######## unidad_busqueda ########
--- src/rtl/unidad_busqueda.sv ---
`default_nettype none
// ============================================================================
// Module      : unidad_busqueda
// Description : Instruction-fetch unit. Owns the program counter, holds the
//               fetch address stable for WAIT_CYCLES cycles while the
//               asynchronous instruction memory settles, then latches the
//               returned word into a valid/stall output slot for decode.
//               Jump/branch redirects from later stages are applied here.
//               Optional feature macro: UNIDAD_BUSQUEDA_ALIGN_ERR_EN
//               (adds the sticky misaligned-target flag error_alin).
// Revision    : 1.0 - initial release
// ============================================================================
module unidad_busqueda #(
    parameter int          WAIT_CYCLES = 2,
    parameter logic [31:0] RESET_PC    = 32'h0000_0000
) (
    input  logic        clk,
    input  logic        rst_n,
    output logic [31:0] dir,
    input  logic [31:0] instruccion,
    input  logic        stall,
    input  logic        salto,
    input  logic [31:0] dir_salto,
    output logic [31:0] inst_out,
    output logic [31:0] pc_out,
    output logic        valida
`ifdef UNIDAD_BUSQUEDA_ALIGN_ERR_EN
    ,
    output logic        error_alin
`endif
);

    // Last value of the wait counter; WAIT_CYCLES is at most 15 so 4 bits suffice.
    localparam logic [3:0] c_CNT_TERM = 4'(WAIT_CYCLES - 1);

    logic [31:0] r_dir;
    logic [31:0] r_inst_out;
    logic [31:0] r_pc_out;
    logic        r_valida;
    logic [3:0]  r_cnt;

    logic        w_term;
    logic        w_slot_free;
    logic        w_complete;

    // The wait has elapsed and decode has room (empty slot or being drained now).
    assign w_term      = (r_cnt == c_CNT_TERM);
    assign w_slot_free = !r_valida || !stall;
    assign w_complete  = w_term && w_slot_free;

    // Fetch sequencing: redirect beats completion, which beats consume/stall.
    always_ff @(posedge clk) begin
        if (!rst_n) begin
            r_dir      <= RESET_PC;
            r_cnt      <= 4'd0;
            r_valida   <= 1'b0;
            r_inst_out <= 32'h0000_0000;
            r_pc_out   <= 32'h0000_0000;
        end else if (salto) begin
            // Flush the held word and restart the wait on the word-aligned target;
            // inst_out/pc_out deliberately keep their stale contents.
            r_dir    <= {dir_salto[31:2], 2'b00};
            r_cnt    <= 4'd0;
            r_valida <= 1'b0;
        end else if (w_complete) begin
            // New word may replace one being consumed on this same edge.
            r_inst_out <= instruccion;
            r_pc_out   <= r_dir;
            r_valida   <= 1'b1;
            r_dir      <= r_dir + 32'd4;
            r_cnt      <= 4'd0;
        end else begin
            // Counter parks at terminal while the slot is busy; dir never moves here.
            if (!w_term) begin
                r_cnt <= r_cnt + 4'd1;
            end
            if (r_valida && !stall) begin
                r_valida <= 1'b0;
            end
        end
    end

`ifdef UNIDAD_BUSQUEDA_ALIGN_ERR_EN
    logic r_error_alin;

    // Sticky flag for redirect targets whose low address bits were not zero.
    always_ff @(posedge clk) begin
        if (!rst_n) begin
            r_error_alin <= 1'b0;
        end else if (salto && (dir_salto[1:0] != 2'b00)) begin
            r_error_alin <= 1'b1;
        end
    end

    assign error_alin = r_error_alin;
`endif

    assign dir      = r_dir;
    assign inst_out = r_inst_out;
    assign pc_out   = r_pc_out;
    assign valida   = r_valida;

endmodule
`default_nettype wire
--- config.mk ---
export PLATFORM = sky130hd
export DESIGN_NAME = unidad_busqueda
export DESIGN_NICKNAME = d
export VERILOG_FILES = /design/src/rtl/unidad_busqueda.sv
export SDC_FILE = /design/constraint.sdc
export NUM_CORES = 1
export LEC_CHECK = 0
export CORE_MARGIN = 1
export CORE_UTILIZATION = 43
export DETAILED_ROUTE_END_ITERATION = 8
export GPL_ROUTABILITY_DRIVEN = 1
export PLACE_DENSITY = 0.8
export SLEW_MARGIN = 20
export SYNTH_ARGS = -nofsm -noshare
export SYNTH_HDL_FRONTEND = slang
export SYNTH_SLANG_ARGS = --single-unit
--- constraint.sdc ---
create_clock -name clk -period 2.89 [get_ports clk]
set_input_delay 0.7225 -clock clk [delete_from_list [all_inputs] [get_ports clk]]
set_output_delay 0.7225 -clock clk [all_outputs]
set_load 0.02 [all_outputs]
######## fetch_queue ########
File: config.mk
export PLATFORM = sky130hd
export DESIGN_NAME = fetch_queue
export DESIGN_NICKNAME = d
export VERILOG_FILES = /design/src/rtl/fetch_queue.sv
export SDC_FILE = /design/constraint.sdc
export NUM_CORES = 1
export LEC_CHECK = 0
export CORE_MARGIN = 10
export CORE_UTILIZATION = 55
export CTS_CLUSTER_SIZE = 20
export DETAILED_ROUTE_END_ITERATION = 8
export DONT_BUFFER_PORTS = 1
export GPL_ROUTABILITY_DRIVEN = 1
export PLACE_DENSITY = 0.78
export SLEW_MARGIN = 20
export SYNTH_ARGS = -nofsm -noshare
export SYNTH_HDL_FRONTEND = slang
export SYNTH_SLANG_ARGS = --single-unit
File: constraint.sdc
create_clock -name clk -period 6.4 [get_ports clk]
set_input_delay 1.28 -clock clk [delete_from_list [all_inputs] [get_ports clk]]
set_output_delay 1.28 -clock clk [all_outputs]
set_load 0.02 [all_outputs]
File: src/rtl/fetch_queue.sv
// Instruction-fetch front end: pipelined sequential PC requests, in-order responses buffered in a DEPTH-entry FIFO.
// Latency: response to if_valid_o is 1 cycle (0 when FETCH_BYPASS_EN is defined, the queue is empty and downstream is ready).
// Backpressure: requests stall on MAX_OUTSTANDING or on credits (outstanding + fifo + drop) reaching DEPTH; if_resp_ready_o is always 1.
module fetch_queue #(
    parameter int unsigned          PC_WIDTH        = 32,
    parameter int unsigned          INSTR_WIDTH     = 32,
    parameter int unsigned          DEPTH           = 4,
    parameter int unsigned          MAX_OUTSTANDING = 2,
    parameter logic [PC_WIDTH-1:0]  RESET_PC        = 32'h8000_0000
) (
    input  logic                    clk,
    input  logic                    rst,
    input  logic                    redirect_i,
    input  logic [PC_WIDTH-1:0]     redirect_pc_i,
    output logic                    if_req_valid_o,
    input  logic                    if_req_ready_i,
    output logic [PC_WIDTH-1:0]     if_req_pc_o,
    input  logic                    if_resp_valid_i,
    output logic                    if_resp_ready_o,
    input  logic                    if_resp_err_i,
    input  logic [INSTR_WIDTH-1:0]  if_resp_instr_i,
    output logic                    if_valid_o,
    input  logic                    if_ready_i,
    output logic [PC_WIDTH-1:0]     if_pc_o,
    output logic [INSTR_WIDTH-1:0]  if_instr_o,
    output logic                    if_err_o
);
    localparam int unsigned CW = $clog2(DEPTH) + 1;
    localparam int unsigned PW = $clog2(DEPTH);
    localparam logic [CW:0]   MAX_W   = (CW+1)'(MAX_OUTSTANDING);
    localparam logic [CW+1:0] DEPTH_W = (CW+2)'(DEPTH);

    typedef enum logic {RUN, HALT} state_t;

    typedef struct packed {
        logic [PC_WIDTH-1:0]    pc;
        logic [INSTR_WIDTH-1:0] instr;
        logic                   err;
    } entry_t;

    state_t                 state_q, state_n;
    logic [PC_WIDTH-1:0]    fetch_pc_q, fetch_pc_n;
    logic [CW-1:0]          out_q, out_n, drop_q, drop_n, fifo_cnt_q;
    logic [PW-1:0]          fifo_wr_q, fifo_rd_q, pcq_wr_q, pcq_rd_q;
    entry_t                 fifo_mem [DEPTH];
    logic [PC_WIDTH-1:0]    pcq_mem  [DEPTH];

    logic [CW+1:0]  credits;
    logic           req_fire, resp_keep, bypass, push, pop, fifo_empty;
    entry_t         resp_entry, out_entry;

    assign credits    = {2'b00, out_q} + {2'b00, fifo_cnt_q} + {2'b00, drop_q};
    assign fifo_empty = (fifo_cnt_q == '0);

    assign if_req_valid_o  = !rst && (state_q == RUN) && !redirect_i
                             && ({1'b0, out_q} < MAX_W) && (credits < DEPTH_W);
    assign if_req_pc_o     = fetch_pc_q;
    assign if_resp_ready_o = 1'b1;
    assign req_fire        = if_req_valid_o && if_req_ready_i;

    // Stale responses (pending drop or same-cycle redirect) still consume their PC queue slot.
    assign resp_keep        = if_resp_valid_i && !redirect_i && (drop_q == '0);
    assign resp_entry.pc    = pcq_mem[pcq_rd_q];
    assign resp_entry.instr = if_resp_err_i ? '0 : if_resp_instr_i;
    assign resp_entry.err   = if_resp_err_i;

`ifdef FETCH_BYPASS_EN
    assign bypass = resp_keep && fifo_empty && if_ready_i;
`else
    assign bypass = 1'b0;
`endif

    assign push      = resp_keep && !bypass;
    assign pop       = !rst && !redirect_i && !fifo_empty && if_ready_i;
    assign out_entry = bypass ? resp_entry : fifo_mem[fifo_rd_q];

    assign if_valid_o = !rst && !redirect_i && (!fifo_empty || bypass);
    assign if_pc_o    = out_entry.pc;
    assign if_instr_o = out_entry.instr;
    assign if_err_o   = out_entry.err;

    always_comb begin
        logic [CW:0] out_w, drop_w, sum_w;
        logic        dec_drop;
        state_n    = state_q;
        fetch_pc_n = fetch_pc_q;
        out_n      = out_q;
        drop_n     = drop_q;
        dec_drop   = if_resp_valid_i && (drop_q != '0);
        out_w      = {1'b0, out_q} + (CW+1)'(req_fire) - (CW+1)'(if_resp_valid_i && !dec_drop);
        drop_w     = {1'b0, drop_q} - (CW+1)'(dec_drop);
        sum_w      = {1'b0, drop_q} + {1'b0, out_q} + (CW+1)'(req_fire) - (CW+1)'(if_resp_valid_i);
        if (redirect_i) begin
            // Everything still in flight becomes stale; last redirect wins.
            state_n    = RUN;
            fetch_pc_n = redirect_pc_i;
            out_n      = '0;
            drop_n     = (sum_w > MAX_W) ? MAX_W[CW-1:0] : sum_w[CW-1:0];
        end else begin
            if (req_fire)
                fetch_pc_n = fetch_pc_q + PC_WIDTH'(4);
            if (resp_keep && if_resp_err_i) begin
                state_n = HALT;
                sum_w   = drop_w + out_w;
                out_n   = '0;
                drop_n  = (sum_w > MAX_W) ? MAX_W[CW-1:0] : sum_w[CW-1:0];
            end else begin
                out_n  = out_w[CW-1:0];
                drop_n = drop_w[CW-1:0];
            end
        end
    end

    always_ff @(posedge clk) begin
        if (rst) begin
            state_q    <= RUN;
            fetch_pc_q <= RESET_PC;
            out_q      <= '0;
            drop_q     <= '0;
            fifo_cnt_q <= '0;
            fifo_wr_q  <= '0;
            fifo_rd_q  <= '0;
            pcq_wr_q   <= '0;
            pcq_rd_q   <= '0;
        end else begin
            state_q    <= state_n;
            fetch_pc_q <= fetch_pc_n;
            out_q      <= out_n;
            drop_q     <= drop_n;
            if (req_fire)
                pcq_wr_q <= pcq_wr_q + 1'b1;
            if (if_resp_valid_i)
                pcq_rd_q <= pcq_rd_q + 1'b1;
            if (redirect_i) begin
                fifo_cnt_q <= '0;
                fifo_wr_q  <= '0;
                fifo_rd_q  <= '0;
            end else begin
                if (push)
                    fifo_wr_q <= fifo_wr_q + 1'b1;
                if (pop)
                    fifo_rd_q <= fifo_rd_q + 1'b1;
                fifo_cnt_q <= fifo_cnt_q + CW'(push) - CW'(pop);
            end
        end
    end

    always_ff @(posedge clk) begin
        if (req_fire)
            pcq_mem[pcq_wr_q] <= fetch_pc_q;
        if (push)
            fifo_mem[fifo_wr_q] <= resp_entry;
    end
endmodule

######## gmii_tx_framer_flat ########
**src/rtl/gmii_tx_framer_if.sv**
```systemverilog
// Byte-stream handshake between the TX FIFO and the GMII framer.
// Signals: S_DATA/S_VALID/S_LAST/S_ERR from the source, S_READY back from the framer.
interface gmii_tx_framer_if;
    logic [7:0] S_DATA;
    logic       S_VALID;
    logic       S_LAST;
    logic       S_ERR;
    logic       S_READY;

    modport master (
        output S_DATA,
        output S_VALID,
        output S_LAST,
        output S_ERR,
        input  S_READY
    );

    modport slave (
        input  S_DATA,
        input  S_VALID,
        input  S_LAST,
        input  S_ERR,
        output S_READY
    );
endinterface

```
**src/rtl/gmii_tx_framer.sv**
```systemverilog
// GMII transmit framer: preamble/SFD, payload, zero pad, CRC-32 FCS, IFG.
// Ports: CLK, RST_N (sync, active-low), s (stream slave), TX_D/TX_EN/TX_ERR (registered GMII).
module gmii_tx_framer #(
    parameter int MIN_PAYLOAD = 60,
    parameter int IFG_BYTES   = 12
) (
    input  logic                   CLK,
    input  logic                   RST_N,
    gmii_tx_framer_if.slave        s,
    output logic [7:0]             TX_D,
    output logic                   TX_EN,
    output logic                   TX_ERR
);

    typedef enum logic [2:0] {
        IDLE,
        PREAMBLE,
        SFD,
        DATA,
        PAD,
        FCS,
        DISCARD,
        IFG
    } state_t;

    localparam logic [15:0] MIN_CNT  = 16'(MIN_PAYLOAD);
    localparam logic [7:0]  IFG_LAST = 8'(IFG_BYTES - 1);

    state_t      state_q, state_d;
    logic [7:0]  cyc_q, cyc_d;
    logic [15:0] cnt_q, cnt_d;
    logic [31:0] crc_q, crc_d;
    logic [7:0]  tx_d_q, tx_d_d;
    logic        tx_en_q, tx_en_d;
    logic        tx_err_q, tx_err_d;

    logic        ready;
    logic [15:0] cnt_inc;
    logic [31:0] crc_base;
    logic [31:0] fcs;

    function automatic logic [31:0] crc_byte(
        input logic [31:0] c,
        input logic [7:0]  b
    );
        logic [31:0] r;
        r = c;
        for (int i = 0; i < 8; i++) begin
            if (r[0] ^ b[i]) begin
                r = (r >> 1) ^ 32'hEDB8_8320;
            end else begin
                r = r >> 1;
            end
        end
        return r;
    endfunction

    // Ready depends on state only so the source never sees a
    // combinational path from its own S_VALID.
    assign ready = (state_q == SFD) ||
                   (state_q == DATA) ||
                   (state_q == DISCARD);

    assign s.S_READY = ready;

    assign cnt_inc  = (cnt_q == 16'hFFFF) ? cnt_q : cnt_q + 16'd1;
    // The first payload byte is accepted while SFD is on the wire,
    // so the CRC restarts from all-ones in that cycle.
    assign crc_base = (state_q == SFD) ? 32'hFFFF_FFFF : crc_q;
    assign fcs      = ~crc_q;

    // Outputs are computed one cycle ahead and registered, so each
    // branch describes what appears on the wire next cycle.
    always_comb begin
        state_d  = state_q;
        cyc_d    = cyc_q;
        cnt_d    = cnt_q;
        crc_d    = crc_q;
        tx_d_d   = 8'h00;
        tx_en_d  = 1'b0;
        tx_err_d = 1'b0;

        case (state_q)
            IDLE: begin
                cnt_d = 16'd0;
                cyc_d = 8'd0;
                if (s.S_VALID) begin
                    state_d = PREAMBLE;
                    tx_d_d  = 8'h55;
                    tx_en_d = 1'b1;
                end
            end

            PREAMBLE: begin
                tx_en_d = 1'b1;
                if (cyc_q == 8'd6) begin
                    tx_d_d  = 8'hD5;
                    cyc_d   = 8'd0;
                    state_d = SFD;
                end else begin
                    tx_d_d = 8'h55;
                    cyc_d  = cyc_q + 8'd1;
                end
            end

            SFD, DATA: begin
                tx_en_d = 1'b1;
                if (s.S_VALID) begin
                    tx_d_d   = s.S_DATA;
                    tx_err_d = s.S_ERR;
                    crc_d    = crc_byte(crc_base, s.S_DATA);
                    cnt_d    = cnt_inc;
                    if (s.S_LAST) begin
                        cyc_d   = 8'd0;
                        state_d = (cnt_inc < MIN_CNT) ? PAD : FCS;
                    end else begin
                        state_d = DATA;
                    end
                end else begin
                    // Underrun: one poisoned byte, then drop the frame.
                    tx_err_d = 1'b1;
                    state_d  = DISCARD;
                end
            end

            PAD: begin
                tx_en_d = 1'b1;
                crc_d   = crc_byte(crc_q, 8'h00);
                cnt_d   = cnt_inc;
                if (cnt_inc >= MIN_CNT) begin
                    cyc_d   = 8'd0;
                    state_d = FCS;
                end
            end

            FCS: begin
                tx_en_d = 1'b1;
                case (cyc_q[1:0])
                    2'd0:    tx_d_d = fcs[7:0];
                    2'd1:    tx_d_d = fcs[15:8];
                    2'd2:    tx_d_d = fcs[23:16];
                    default: tx_d_d = fcs[31:24];
                endcase
                if (cyc_q == 8'd3) begin
                    cyc_d   = 8'd0;
                    state_d = IFG;
                end else begin
                    cyc_d = cyc_q + 8'd1;
                end
            end

            DISCARD: begin
                if (s.S_VALID && s.S_LAST) begin
                    cyc_d   = 8'd0;
                    state_d = IFG;
                end
            end

            IFG: begin
                if (cyc_q == IFG_LAST) begin
                    cyc_d   = 8'd0;
                    state_d = IDLE;
                end else begin
                    cyc_d = cyc_q + 8'd1;
                end
            end

            default: begin
                state_d = IDLE;
            end
        endcase
    end

    always_ff @(posedge CLK) begin
        if (!RST_N) begin
            state_q  <= IDLE;
            cyc_q    <= 8'd0;
            cnt_q    <= 16'd0;
            crc_q    <= 32'd0;
            tx_d_q   <= 8'h00;
            tx_en_q  <= 1'b0;
            tx_err_q <= 1'b0;
        end else begin
            state_q  <= state_d;
            cyc_q    <= cyc_d;
            cnt_q    <= cnt_d;
            crc_q    <= crc_d;
            tx_d_q   <= tx_d_d;
            tx_en_q  <= tx_en_d;
            tx_err_q <= tx_err_d;
        end
    end

    assign TX_D   = tx_d_q;
    assign TX_EN  = tx_en_q;
    assign TX_ERR = tx_err_q;

endmodule

```
**src/flat_wrapper.sv**
```systemverilog
// flat-port wrapper written by rule: the top's interface ports become plain ports
module gmii_tx_framer_flat 
#(
    parameter int MIN_PAYLOAD = 60,
    parameter int IFG_BYTES   = 12
)
  (CLK, RST_N, TX_D, TX_EN, TX_ERR, s_S_DATA, s_S_VALID, s_S_LAST, s_S_ERR, s_S_READY);
  gmii_tx_framer_if s_i ();
  input  logic CLK;
  input  logic RST_N;
  output logic [7:0] TX_D;
  output logic TX_EN;
  output logic TX_ERR;
  input wire logic [$bits(s_i.S_DATA)-1:0] s_S_DATA;
  input wire logic [$bits(s_i.S_VALID)-1:0] s_S_VALID;
  input wire logic [$bits(s_i.S_LAST)-1:0] s_S_LAST;
  input wire logic [$bits(s_i.S_ERR)-1:0] s_S_ERR;
  output wire logic [$bits(s_i.S_READY)-1:0] s_S_READY;
  assign s_i.S_DATA = s_S_DATA;
  assign s_i.S_VALID = s_S_VALID;
  assign s_i.S_LAST = s_S_LAST;
  assign s_i.S_ERR = s_S_ERR;
  assign s_S_READY = s_i.S_READY;
  gmii_tx_framer #(.MIN_PAYLOAD(MIN_PAYLOAD), .IFG_BYTES(IFG_BYTES)) u_core (.CLK(CLK), .RST_N(RST_N), .s(s_i), .TX_D(TX_D), .TX_EN(TX_EN), .TX_ERR(TX_ERR));
endmodule
```
**config.mk**
```make
export PLATFORM = sky130hd
export DESIGN_NAME = gmii_tx_framer_flat
export DESIGN_NICKNAME = d
export VERILOG_FILES = /design/src/rtl/gmii_tx_framer_if.sv /design/src/rtl/gmii_tx_framer.sv /design/src/flat_wrapper.sv
export SDC_FILE = /design/constraint.sdc
export NUM_CORES = 1
export LEC_CHECK = 0
export CAP_MARGIN = 5
export CORE_UTILIZATION = 62
export DETAILED_ROUTE_END_ITERATION = 12
export PLACE_DENSITY = 0.81
export SLEW_MARGIN = 10
export SYNTH_ARGS = -nofsm -noshare
export SYNTH_HDL_FRONTEND = slang
export SYNTH_SLANG_ARGS = --single-unit
```
**constraint.sdc**
```tcl
create_clock -name CLK -period 2.6 [get_ports CLK]
set_input_delay 0.65 -clock CLK [delete_from_list [all_inputs] [get_ports CLK]]
set_output_delay 0.65 -clock CLK [all_outputs]
set_load 0.02 [all_outputs]
```
######## data_memory_hs ########
`config.mk`:
```
export PLATFORM = sky130hd
export DESIGN_NAME = data_memory_hs
export DESIGN_NICKNAME = d
export VERILOG_FILES = /design/src/rtl/data_memory_hs.sv
export SDC_FILE = /design/constraint.sdc
export NUM_CORES = 2
export LEC_CHECK = 0
export CORE_UTILIZATION = 49
export CTS_BUF_LIST = sky130_fd_sc_hd__clkbuf_16
export DETAILED_ROUTE_END_ITERATION = 10
export PLACE_DENSITY = 0.74
export REMOVE_ABC_BUFFERS = 1
export SLEW_MARGIN = 10
export SYNTH_ARGS = -nofsm -noshare
export SYNTH_HDL_FRONTEND = slang
export SYNTH_SLANG_ARGS = --single-unit
export TNS_END_PERCENT = 10
```
`constraint.sdc`:
```
create_clock -name clk -period 3.18 [get_ports clk]
set_input_delay 0.318 -clock clk [delete_from_list [all_inputs] [get_ports clk]]
set_output_delay 0.318 -clock clk [all_outputs]
set_load 0.05 [all_outputs]
```
`src/rtl/data_memory_hs.sv`:
```
// Byte-addressed RV32 data memory with valid/ready request/response handshake,
// funct3 load/store sizing, configurable read latency and error reporting.
module data_memory_hs #(
    parameter int unsigned DEPTH_WORDS    = 64,
    parameter int unsigned READ_LATENCY   = 1,
    parameter bit          CLEAR_ON_RESET = 1'b1
) (
    input  logic        clk,
    input  logic        reset,
    input  logic        req_valid,
    output logic        req_ready,
    input  logic        req_write,
    input  logic [2:0]  req_funct3,
    input  logic [31:0] req_addr,
    input  logic [31:0] req_wdata,
    output logic        rsp_valid,
    input  logic        rsp_ready,
    output logic [31:0] rsp_rdata,
    output logic        rsp_error
);

    localparam int unsigned AW = $clog2(DEPTH_WORDS);
    // WAIT holds for READ_LATENCY-1 cycles; the counter runs down to zero.
    localparam logic [1:0] WAIT_INIT =
        (READ_LATENCY > 32'd1) ? 2'(READ_LATENCY - 32'd2) : 2'd0;

    typedef enum logic [1:0] {
        S_IDLE = 2'd0,
        S_WAIT = 2'd1,
        S_RESP = 2'd2
    } state_t;

    state_t      r_state;
    state_t      w_state_next;
    logic [1:0]  r_cnt;
    logic [1:0]  w_cnt_next;
    logic [31:0] r_rdata;
    logic        r_error;
    logic [31:0] r_mem [DEPTH_WORDS];

    logic          w_accept;
    logic [AW-1:0] w_idx;
    logic [1:0]    w_lane;
    logic          w_oor;
    logic          w_size_err;
    logic          w_err;
    logic          w_write_en;
    logic [3:0]    w_wmask;
    logic [31:0]   w_wdata;
    logic [31:0]   w_word;
    logic [7:0]    w_byte;
    logic [15:0]   w_half;
    logic [31:0]   w_load;
    logic [31:0]   w_rdata_next;

    assign req_ready = (r_state == S_IDLE);
    assign rsp_valid = (r_state == S_RESP);
    assign rsp_rdata = r_rdata;
    assign rsp_error = r_error;

    assign w_accept   = req_valid & (r_state == S_IDLE);
    assign w_idx      = req_addr[AW+1:2];
    assign w_lane     = req_addr[1:0];
    assign w_oor      = |req_addr[31:AW+2];
    assign w_word     = r_mem[w_idx];
    assign w_byte     = w_word[{w_lane, 3'b000} +: 8];
    assign w_half     = w_word[{w_lane[1], 4'b0000} +: 16];
    assign w_write_en = w_accept & req_write & ~w_err;

    // Request legality: size/alignment per funct3, range, and store-only codes.
    always_comb begin
        w_size_err = 1'b0;
        case (req_funct3)
            3'd0, 3'd4: w_size_err = 1'b0;
            3'd1, 3'd5: w_size_err = w_lane[0];
            3'd2:       w_size_err = (w_lane != 2'd0);
            default:    w_size_err = 1'b1;
        endcase
        // Stores only define funct3 0..2; bit 2 set means an unsigned/illegal code.
        w_err = w_oor | w_size_err | (req_write & req_funct3[2]);
    end

    // Byte-lane enables and lane-replicated store data.
    always_comb begin
        w_wmask = 4'b0000;
        w_wdata = 32'd0;
        case (req_funct3[1:0])
            2'd0: begin
                w_wmask = 4'b0001 << w_lane;
                w_wdata = {4{req_wdata[7:0]}};
            end
            2'd1: begin
                w_wmask = 4'b0011 << w_lane;
                w_wdata = {2{req_wdata[15:0]}};
            end
            2'd2: begin
                w_wmask = 4'b1111;
                w_wdata = req_wdata;
            end
            default: begin
                w_wmask = 4'b0000;
                w_wdata = 32'd0;
            end
        endcase
    end

    // Load extraction and sign/zero extension; stores and errors return zero.
    always_comb begin
        w_load = 32'd0;
        case (req_funct3)
            3'd0:    w_load = {{24{w_byte[7]}}, w_byte};
            3'd4:    w_load = {24'd0, w_byte};
            3'd1:    w_load = {{16{w_half[15]}}, w_half};
            3'd5:    w_load = {16'd0, w_half};
            3'd2:    w_load = w_word;
            default: w_load = 32'd0;
        endcase
        if (req_write || w_err) begin
            w_rdata_next = 32'd0;
        end else begin
            w_rdata_next = w_load;
        end
    end

    // Next-state logic for the IDLE -> (WAIT) -> RESP handshake sequence.
    always_comb begin
        w_state_next = r_state;
        w_cnt_next   = r_cnt;
        case (r_state)
            S_IDLE: begin
                if (req_valid) begin
                    if (READ_LATENCY > 32'd1) begin
                        w_state_next = S_WAIT;
                        w_cnt_next   = WAIT_INIT;
                    end else begin
                        w_state_next = S_RESP;
                    end
                end else begin
                    w_state_next = S_IDLE;
                end
            end
            S_WAIT: begin
                if (r_cnt == 2'd0) begin
                    w_state_next = S_RESP;
                end else begin
                    w_cnt_next = r_cnt - 2'd1;
                end
            end
            S_RESP: begin
                if (rsp_ready) begin
                    w_state_next = S_IDLE;
                end else begin
                    w_state_next = S_RESP;
                end
            end
            default: begin
                w_state_next = S_IDLE;
                w_cnt_next   = 2'd0;
            end
        endcase
    end

    // State register plus response capture at the accept edge.
    always_ff @(posedge clk or negedge reset) begin
        if (!reset) begin
            r_state <= S_IDLE;
            r_cnt   <= 2'd0;
            r_rdata <= 32'd0;
            r_error <= 1'b0;
        end else begin
            r_state <= w_state_next;
            r_cnt   <= w_cnt_next;
            if (w_accept) begin
                r_rdata <= w_rdata_next;
                r_error <= w_err;
            end
        end
    end

    generate
        if (CLEAR_ON_RESET) begin : g_clear
            // Array with reset clear; stores commit on the accept edge.
            always_ff @(posedge clk or negedge reset) begin
                if (!reset) begin
                    for (int i = 0; i < int'(DEPTH_WORDS); i++) begin
                        r_mem[i] <= 32'd0;
                    end
                end else if (w_write_en) begin
                    for (int b = 0; b < 4; b++) begin
                        if (w_wmask[b]) begin
                            r_mem[w_idx][b*8 +: 8] <= w_wdata[b*8 +: 8];
                        end
                    end
                end
            end
        end else begin : g_keep
            // Array contents survive reset; stores commit on the accept edge.
            always_ff @(posedge clk) begin
                if (w_write_en) begin
                    for (int b = 0; b < 4; b++) begin
                        if (w_wmask[b]) begin
                            r_mem[w_idx][b*8 +: 8] <= w_wdata[b*8 +: 8];
                        end
                    end
                end
            end
        end
    endgenerate

endmodule
```
######## dmux_hs ########
<file path="src/rtl/dmux_hs.sv">
// dmux_hs: registered 1-to-N demultiplexer with per-channel valid/ready handshake,
// broadcast mode, accepted-word counter and select-error pulse.
module dmux_hs #(
    parameter int W    = 1,
    parameter int N    = 8,
    parameter int SELW = 3,
    parameter int CNTW = 16
) (
    input  logic            clk,
    input  logic            rst,
    input  logic [W-1:0]    a,
    input  logic            a_valid,
    output logic            a_ready,
    input  logic [SELW-1:0] sel,
    input  logic            bcast,
    output logic [N*W-1:0]  dmout,
    output logic [N-1:0]    dmout_valid,
    input  logic [N-1:0]    dmout_ready,
    output logic [CNTW-1:0] cnt,
    output logic            sel_err
);
    logic [N-1:0] free, tgt;
    logic         sel_ok, acc;
    always_comb begin
        free   = ~dmout_valid | dmout_ready;
        sel_ok = {1'b0, sel} < (SELW+1)'(N);
        for (int i = 0; i < N; i++) tgt[i] = bcast | (sel == SELW'(i));
        // out-of-range select is swallowed, so it never stalls the producer
        a_ready = bcast ? &free : (sel_ok ? |(tgt & free) : 1'b1);
        acc     = a_valid & a_ready;
    end
    always_ff @(posedge clk or posedge rst)
        if (rst) begin
            dmout       <= '0;
            dmout_valid <= '0;
            cnt         <= '0;
            sel_err     <= 1'b0;
        end else begin
            for (int i = 0; i < N; i++)
                if (acc & tgt[i]) begin
                    dmout[i*W +: W] <= a;
                    dmout_valid[i]  <= 1'b1;
                end else if (dmout_ready[i])
                    dmout_valid[i] <= 1'b0;
            cnt     <= cnt + CNTW'(acc & (bcast | sel_ok));
            sel_err <= acc & ~bcast & ~sel_ok;
        end
endmodule

</file>
<file path="config.mk">
export PLATFORM = sky130hd
export DESIGN_NAME = dmux_hs
export DESIGN_NICKNAME = d
export VERILOG_FILES = /design/src/rtl/dmux_hs.sv
export SDC_FILE = /design/constraint.sdc
export NUM_CORES = 1
export LEC_CHECK = 0
export CAP_MARGIN = 20
export CORE_MARGIN = 2
export CORE_UTILIZATION = 50
export DETAILED_ROUTE_END_ITERATION = 10
export GPL_TIMING_DRIVEN = 1
export PLACE_DENSITY_LB_ADDON = 0.08
export SYNTH_ARGS = -nofsm -noshare
export SYNTH_HDL_FRONTEND = slang
export SYNTH_SLANG_ARGS = --single-unit
</file>
<file path="constraint.sdc">
create_clock -name clk -period 3.7 [get_ports clk]
set_input_delay 0.37 -clock clk [delete_from_list [all_inputs] [get_ports clk]]
set_output_delay 0.37 -clock clk [all_outputs]
set_load 0.03 [all_outputs]
</file>
Figure 1. Cells colored by class (unidad_busqueda).
Fill, decap, tap and diode cells in gray.
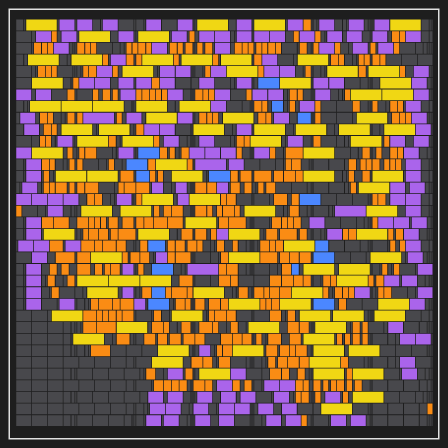
legend:
  orange:
    class: combinational and other logic
    cells: 384
    share_of_their_area: 34%
  purple:
    class: remaining buffers and delay cells
    cells: 172
    share_of_their_area: 30%
  blue:
    class: clock drivers and dummy loads
    cells: 16
    share_of_their_area: 3.1%
  yellow:
    class: sequential cells
    cells: 97
    share_of_their_area: 33%
post-route cell area: 0.006042 mm2
number of cell rows: 35
fin util: 65.08%

Figure 2. Layout detail (unidad_busqueda).
The bar under the picture is 20 um long. Region (0, 0) to (50, 50) um. Cells in gray, sequential cells in the stronger gray; small squares are vias.
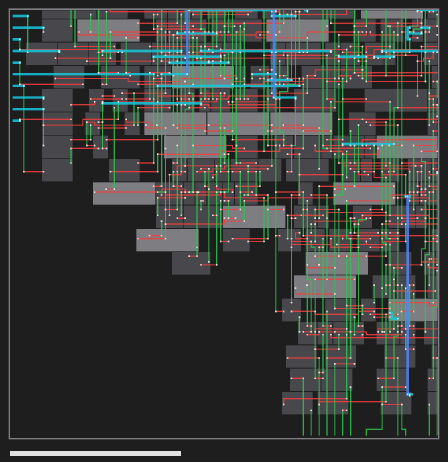
legend:
  green:
    layer: metal 2
  cyan:
    layer: metal 3
  red:
    layer: metal 1
  blue:
    layer: metal 4
most frequent: clkdlybuf4s50_1 (20), dfxtp_1 (15), o21ai_0 (10)
cells with their middle in the window: 130
sequential cells in the window: 15
netlist names of flops here include: dir (10), r_cnt (4)

==> flow_summary.yaml, unidad_busqueda <==
# implementation run metrics
final_timing:
  setup_viol: 0
  fin_ws_ns: 0.5050
  final_hold_viol_count: 0
final_layout:
  syn2layout_area_growth_pct: 46.11
drt:
  vias: 4350
  drt_iter0_drc: 260
hold_path:
  holdPathEnd: "inst_out[1]"
  holdCritPathClass: "register to register"
critical_path:
  rrSetupSlack_ns: 0.51
  crit_cells: 5
  cp.arrival_ns: 2.67
place:
  dp_hpwl_mm: 8.444
clocking:
  numCtsBuffers: 9
synthesis:
  netlist_instances: 521
  ys_sh_adder_pct: 0.9077
status:
  status: "finished clean"
power_and_ir_drop:
  switching_power_mw: 0.8172
die:
  die_y_um: 100.1
==> unidad_busqueda: routing by layer <==
| layer | share of wire, % | GRT usage [%] | up-vias |
|---|---|---|---|
| li1 | - | - | 2116 |
| met1 | 42 | 29.36 | 2008 |
| met2 | 49 | 38.62 | 200 |
| met3 | 6.7 | 3.830 | 26 |
| met4 | 2.4 | 10.37 | 0 |
| met5 | 0 | 0 | - |
==> unidad_busqueda: Yosys cell counts, drive strengths merged <==
cell,number
nand2,136
dfxtp,97
a21oi,65
clkbuf,36
o21ai,25
nor2,16
nand3,15
a31oi,13
or4,13
o31ai,12
a211oi,11
nand4,11
nor4,9
buf,7
inv,6
and4,5
nor2b,5
nor3,5
o41a,5
xnor2,5
xor2,5
ha,3
nor3b,3
or3,3
and2,2
a2111oi,1
conb,1
mux2i,1
nand2b,1
o211ai,1
o311a,1
o31a,1
or3b,1
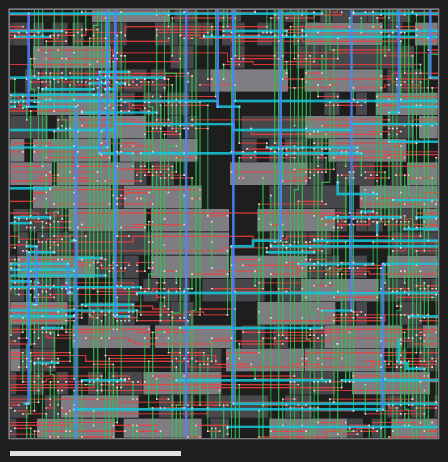
Figure 3: data_memory_hs, layout detail.
The bar under the picture is 20 um long. Region (82, 82) to (132, 132) um. Cells in gray, sequential cells in the stronger gray; small squares are vias.
legend:
  green:
    layer: metal 2
  cyan:
    layer: metal 3
  blue:
    layer: metal 4
  red:
    layer: metal 1
sequential cells in the window: 41
most frequent: nand2_1 (49), o21ai_0 (42), dfrtp_1 (41)
netlist names of flops here include: r_mem (41)
cells with their middle in the window: 184

==> flow_summary.yaml, data_memory_hs <==
# implementation run metrics
power_and_ir_drop:
  vdd_ir_drop_max_mv: 0.4552
  switching_share_pct: 24.99
  internal-power_mw: 40.90
  p_leak_nw: 47.52
critical_path:
  reg2reg_to: "rsp_rdata[4]"
  cp_data_required_time_ns: 3.94
  cpMostUsedCell: "a221o_1"
  cp-startpoint: "r_mem[1428]"
clocking:
  htreeDepth: 4
  clock_latency_ns: 0.88
final_layout:
  flop_area_mm2: 0.05210
  mostFrequentLayoutCells: "nand2_1, o21ai_0, dfrtp_1"
  comb_share_pct: 31.33
  antenna_cells: 8
  nNonClkInverters: 21
  fillCellCount: 14710
  layout.nonclk_buf_share_pct: 11.60
status:
  status: "finished clean"
die:
  core_util_floorplan_pct: 49.29
  ioPinCount: 107
synthesis:
  netlist_instances: 9229
  async_flop_share_pct: 100.0
  syn_area_per_cell_um2: 9.653
place:
  dp_hpwl_mm: 240.5
final_timing:
  timing.fmax_mhz: 318.7
  worstMarginPinSlew_ns: 1.109
  relSlewSlack_pct: 25.77
==> data_memory_hs: stage by stage <==
step | power, mW | util (%) | instance area [um2] | setup TNS (ns)
4_1_cts | 54.53 | 59.96 | 108400 | 0
3_3_place_gp | 30.39 | 56.25 | 101700 | -184.46
6_report | 54.54 | 59.97 | 108400 | 0
2_1_floorplan | 27.74 | - | 85740 | -1931.99
3_5_place_dp | 30.43 | 56.25 | 101700 | -177.09
5_1_grt | 55.72 | 59.96 | 108400 | 0
==> data_memory_hs: layer usage <==
layer / GRT usage (%) / routed length, um / vias up
met2: 55.72 / 151600 / 5146
met5: 0.6766 / 264 / -
met1: 47.97 / 128600 / 39200
met4: 24.83 / 26890 / 14
met3: 10.78 / 39920 / 1228
li1: - / - / 33865
==> data_memory_hs: flip-flops by register name (all words and copies together), names as in the netlist <==
register,cells
r_mem,2048
r_state,1
rsp_error,1
rsp_rdata,32
==> data_memory_hs: worst register-to-register path: stages (launching register included) <==
cell	delay [ns]
dfrtp_1	0.38
mux2_2	0.28
a221o_1	0.30
o21ai_0	0.08
a21oi_1	0.13
a221oi_1	0.81
nand3_1	0.30
buf_4	0.24
a32o_1	0.25
a221o_1	0.26
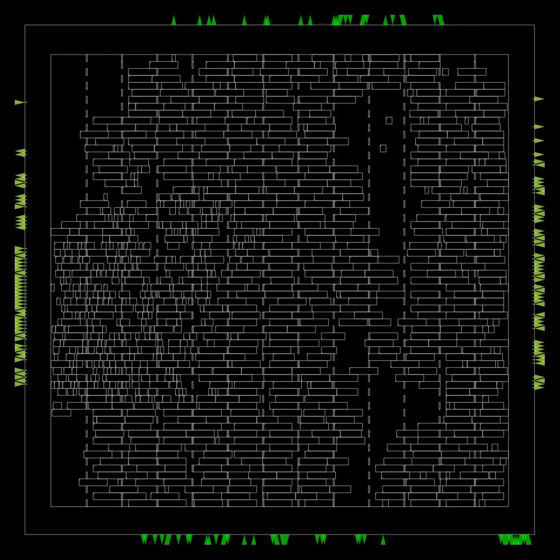
Figure 4: fetch_queue, cell placement.
seq_cells: 442
tap cells: 402
number of cell rows: 65
fillers: 2208
fin util: 61.85%

Figure 5. Wiring heat map (fetch_queue).
The bar under the picture is 50 um long. The die is cut into 40 by 40 equal tiles; black is low, pale yellow is high, scaled to the fullest tile. Values are wire area over tile area, all layers added.
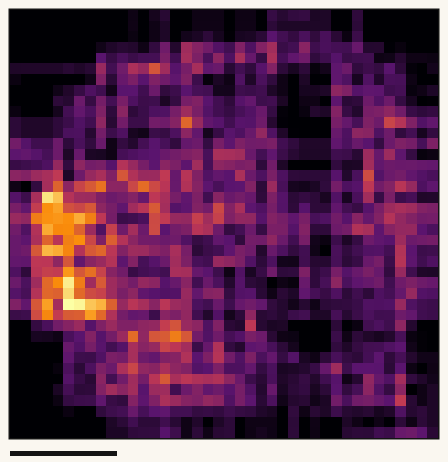
tiles over half the peak: 5.9%
mean over tiles: 0.15
densest ninth of the die: left middle
fullest tile: 0.69
final wirelength: 36.46 mm
drt wl/cell: 25.68 um

==> flow_summary.yaml, fetch_queue <==
# implementation run metrics
status:
  status: "finished clean"
clocking:
  htreeDepth: 2
  numCtsBuffers: 44
  clk_pin_slew_ns: 0.06
  post_cts_buffers: 0
  root_buffer: "clkbuf_16"
  cts_hold_buffers: 0
final_timing:
  timing.fmax_mhz: 200.5
  hold_slack_ns: 0.5001
  min_period_ns: 4.988
  setup_viol: 0
final_layout:
  fin_area_mm2: 0.01957
  finalNetCount: 1089
  comb_share_pct: 23.71
  clockNetworkAreaShare_pct: 7.200
  layout.nonclk_buf_share_pct: 0.5627
synthesis:
  yosysWarnings: 0
  synth_top_cell_by_count: "edfxtp_1"
  netlist_instances: 968
  yosys.area.top_type: "edfxtp_1"
  syn_area_mm2: 0.01767
place:
  place_ws_ns: 1.429
critical_path:
  r2r_cells: 21
  rrSetupSlack_ns: 1.41
  crit_cells: 21
  reg2reg_to: "drop_q[0]"
hold_path:
  whs_path_depth: 2
  min-delay-start: "pcq_wr_q[1]"
power_and_ir_drop:
  p_leak_nw: 6.209
-- fetch_queue: power by group --
| group | leakage (nW) | switching, mW | total (mW) | internal (mW) |
|---|---|---|---|---|
| Sequential | 3.99 | 0.0864 | 3.34 | 3.26 |
| Combinational | 1.53 | 0.325 | 0.541 | 0.215 |
| Clock | 0.687 | 1.03 | 2.49 | 1.46 |
| Total | 6.21 | 1.44 | 6.37 | 4.93 |
-- fetch_queue: logic make-up (layout without fill, tap and decap cells) --
family | Yosys count | after routing | share of synthesized area [%]
other | 1 | 4 | 0.02122
buffers and inverters | 86 | 133 | 1.855
and+or+nand+nor | 205 | 205 | 6.443
AOI/OAI and AO/OA | 81 | 81 | 3.285
DFF | 442 | 442 | 72.05
xor gates and xnor gates | 17 | 17 | 0.9205
muxes | 100 | 100 | 12.53
adders and majority gates | 36 | 36 | 2.889
-- fetch_queue: state kept, by name, summed over array words and instances, names as in the netlist, named ones only --
register	cells
fifo_mem	260
pcq_mem	128
if_req_pc_o	32
drop_q	3
fifo_cnt_q	3
out_q	3
fifo_rd_q	2
fifo_wr_q	2
pcq_rd_q	2
pcq_wr_q	2
state_q	1
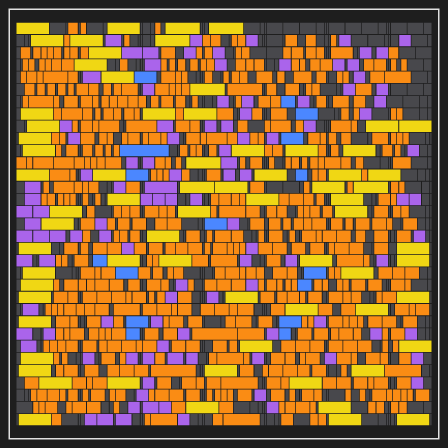
Figure 6: gmii_tx_framer_flat, cells colored by class.
Fill, decap, tap and diode cells in gray.
legend:
  yellow:
    class: sequential cells
    cells: 69
    share_of_their_area: 22%
  blue:
    class: clock drivers and dummy loads
    cells: 16
    share_of_their_area: 3.2%
  orange:
    class: combinational and other logic
    cells: 584
    share_of_their_area: 61%
  purple:
    class: remaining buffers and delay cells
    cells: 109
    share_of_their_area: 14%
fin util: 77.81%
Core ar.: 0.008299 mm2
flop share of the area: 21.53%
number of cell rows: 33
post-route cell area: 0.006457 mm2

==> flow_summary.yaml, gmii_tx_framer_flat <==
# implementation run metrics
status:
  status: "finished clean"
grt:
  grt_pass1_vias: 5302
  use_met3_pct: 7.656
  gr-total-overflow: 0
final_timing:
  setup_viol: 0
  slew_violations: 0
  relSlewSlack_pct: 36.51
final_layout:
  layout.nonclk_buf_share_pct: 13.85
  sequential_cell_total: 69
clocking:
  clk_pin_slew_ns: 0.09
  numCtsBuffers: 9
critical_path:
  cp_cell_sequence: "nand4_1 -> or4_1 -> a221o_1 -> a211o_1 -> nor4_4 -> a22oi_2 -> buf_6 -> a311oi_2"
  setup.worst_path.class: "register to register"
power_and_ir_drop:
  switching_share_pct: 39.91
  combinationalPower_mw: 2.66
drt:
  drt_first_pass_iters: 6
  wire_per_inst_um: 19.13
gmii_tx_framer_flat: cells by family (layout without fill, tap and decap cells):
family / after synthesis / after routing / synth area share, %
flops: 69 / 69 / 25.64
compound gates: 166 / 166 / 20.30
simple gates: 256 / 256 / 22.00
buf+inv: 66 / 138 / 5.017
mux: 7 / 7 / 1.301
xor+xnor: 137 / 137 / 24.58
fa+ha+maj: 5 / 5 / 1.161
gmii_tx_framer_flat: flip-flops by register name (all words and copies together) (netlist names):
| name | flops |
|---|---|
| u_core.TX_ERR | 1 |
| u_core.cnt_q | 16 |
| u_core.crc_q | 32 |
| u_core.TX_D | 8 |
| u_core.state_q | 3 |
| u_core.TX_EN | 1 |
| u_core.cyc_q | 8 |
gmii_tx_framer_flat: routing by layer:
layer  wire length, um  vias up  share of wire, %
met5                 0        -                 0
met4               552        0               3.3
met3              1837       66                11
met2              7549      312                45
met1              6957     2633                41
li1                  -     2598                 -
gmii_tx_framer_flat: worst reg2reg max path: cells and delay by family, from the launching register on:
kind                   cells  cell delay, ns
AND-OR/OR-AND              4            0.98
flip-flops                 1            0.33
AND/OR/NAND/NOR            3            0.94
buffers and inverters      1            0.16
Figure 7. Wiring heat map (dmux_hs).
The bar under the picture is 20 um long. The die is cut into 12 by 12 equal tiles; black is low, pale yellow is high, scaled to the fullest tile. Values are wire area over tile area, all layers added.
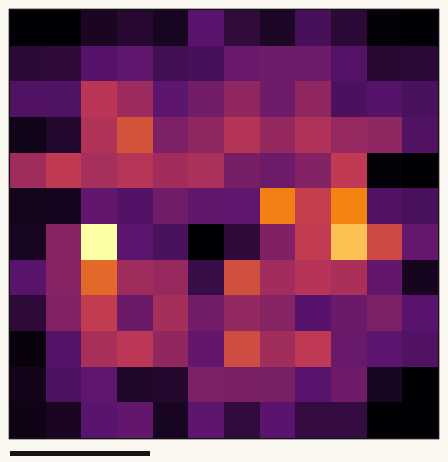
mean over tiles: 0.15
tiles over half the peak: 10%
nearly empty tiles: 6.9%
fullest tile: 0.51
vias: 1263
GRT Overall Usage: 20.22%
final wirelength: 3.385 mm
drt wl/cell: 14.16 um

==> flow_summary.yaml, dmux_hs <==
# implementation run metrics
place:
  place_ws_ns: 0.6586
  gp_congestion: 0.8559
synthesis:
  xor_share_pct: 7.510
  syn_area_per_cell_um2: 11.42
  ys_sh_adder_pct: 1.533
  yosysWarnings: 0
  syn_nets: 161
  ys_sh_aoi_pct: 15.94
  synth.top_cell.area_share_pct: 49.04
  synth-edff-count: 0
critical_path:
  r2r-start: "dmout_valid[1]"
  endpoint: "a_ready"
  rrSetupSlack_ns: 1.28
  cp.arrival_ns: 2.56
  crit_path_end_kind: "primary output"
  setup.worst_path.class: "primary input to primary output"
final_layout:
  sequential_cell_total: 32
  flop_area_um2: 800.8
  logic_gate_count: 102
  syn2layout_area_growth_pct: 35.56
  dominant-cell-class: "flip-flops and latches"
  fin_area_mm2: 0.002213
die:
  rows: 20
  die_y_um: 61.15
status:
  status: "finished clean"
final_timing:
  rsz0062_at_grt: "no"
grt:
  grt_max_degree: 33
clocking:
  root_buffer: "clkbuf_4"
  clockBufferDepth: 2
dmux_hs: cell usage after synthesis (all sizes together) (3+ instances only):
cell type,number
o211ai,10
and3,5
o21a,5
mux2,8
nor2b,5
nand2b,8
buf,4
o21ai,3
xnor2,12
nand4,3
nor2,3
nand3,8
inv,5
a31oi,3
dfrtp,32
nand2,13
dmux_hs: power by group:
| part | total, mW | internal, mW | leakage, nW | switching [mW] |
|---|---|---|---|---|
| clock network | 0.222 | 0.108 | 0.0374 | 0.115 |
| registers | 0.473 | 0.415 | 0.408 | 0.0581 |
| logic | 0.426 | 0.184 | 0.505 | 0.242 |
dmux_hs: critical path, cell delays in order:
cell and delay, ns:
clkdlybuf4s50_1 0.75, a31oi_1 0.15, o221ai_4 0.41, o21a_1 0.20
clkdlybuf4s50_1 0.66
dmux_hs: registers in the layout, summed over array words and instances (netlist names):
signal       flops
dmout            8
dmout_valid      8
cnt             16
dmux_hs: layer usage:
| layer | wire, um | track usage (%) |
|---|---|---|
| met5 | 0 | 0 |
| met3 | 197 | 6.933 |
| met2 | 1653 | 33.13 |
| met1 | 1480 | 24.36 |
| met4 | 54 | 8.385 |

==> gallery <==
Where the registers sit.
Other sequential cells in the stronger gray, the rest of the logic in the fainter gray.
Plate I
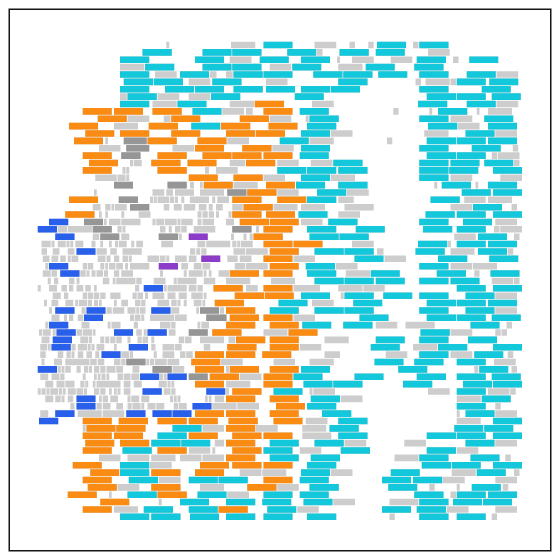
Plate II
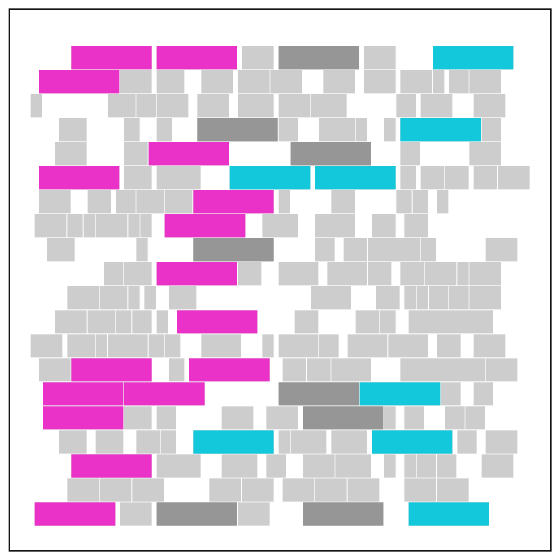
Plate III
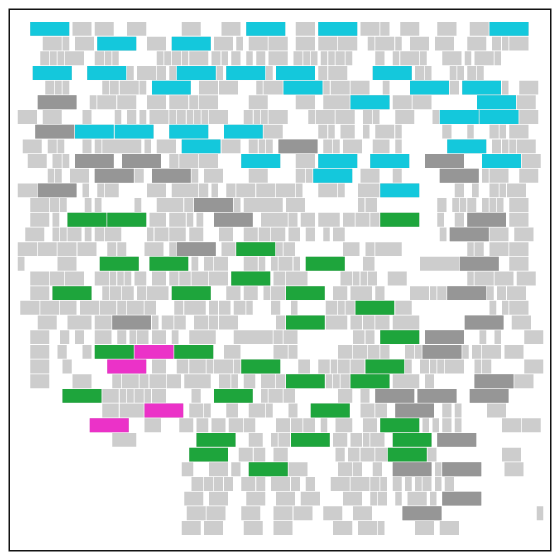
Plate IV
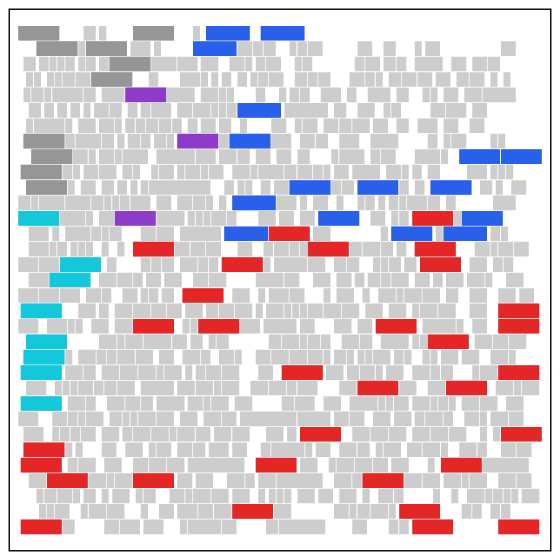
Plate V
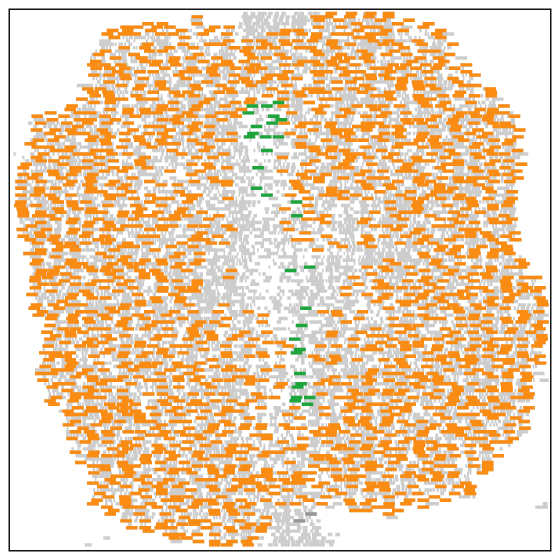
- most cells: Plate V
- most sequential cells: Plate V
For gmii_tx_framer_flat, see Plate IV.
For unidad_busqueda, see Plate III.
For fetch_queue, see Plate I.
For data_memory_hs, see Plate V.
For dmux_hs, see Plate II.

Key to Plate IV:
legend:
  blue:
    signal: u_core.cnt_q
    placed_flops: 16
  red:
    signal: u_core.crc_q
    placed_flops: 32
  cyan:
    signal: u_core.TX_D
    placed_flops: 8
    where: left middle
  purple:
    signal: u_core.state_q
    placed_flops: 3



==> screenshots <==
Cell placement.
image #1
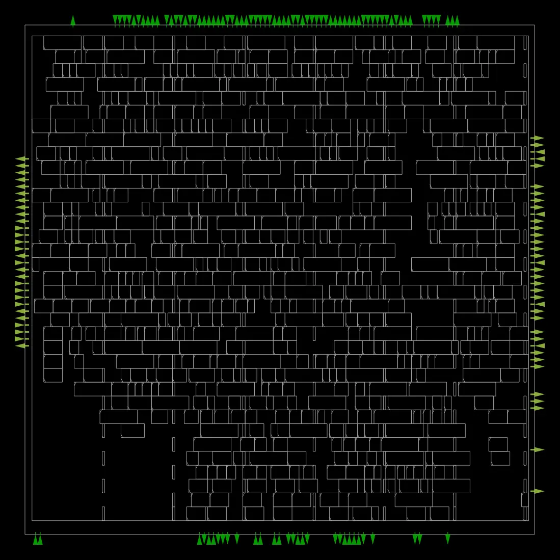
image #2
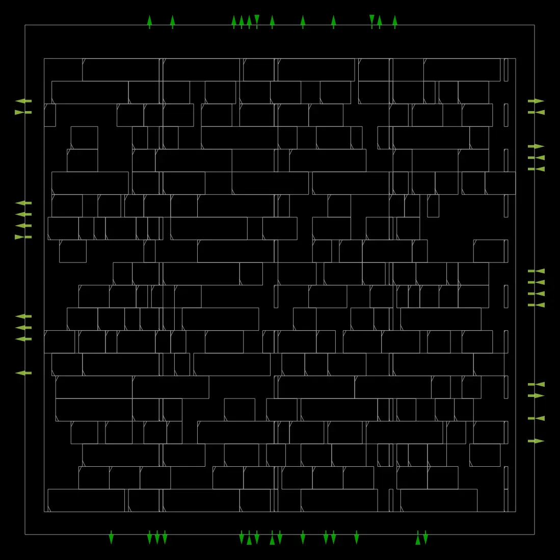
image #3
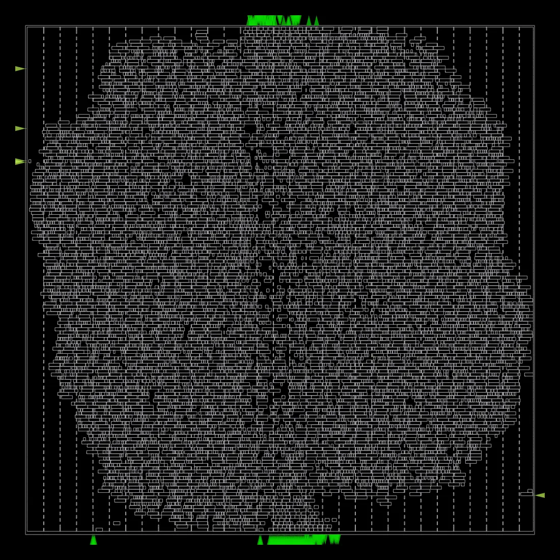
image #4
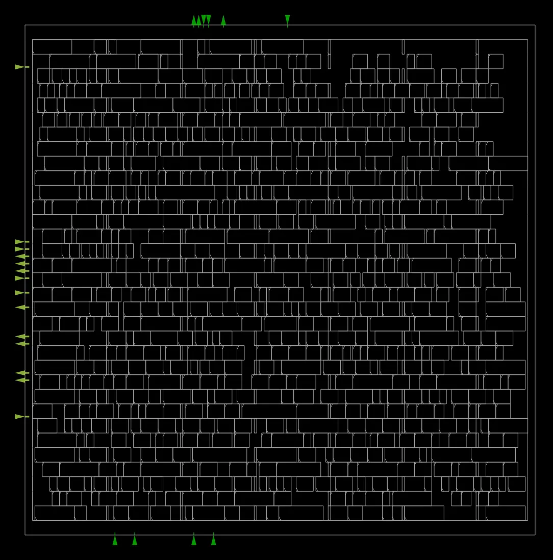
Image #1 is unidad_busqueda.
Image #2 is dmux_hs.
Image #3 is data_memory_hs.
Image #4 is gmii_tx_framer_flat.
The one with the most cells is image #3.
The one with the most sequential cells is image #3.

Power figures rest on the tool's default switching activity, not on a simulated workload.
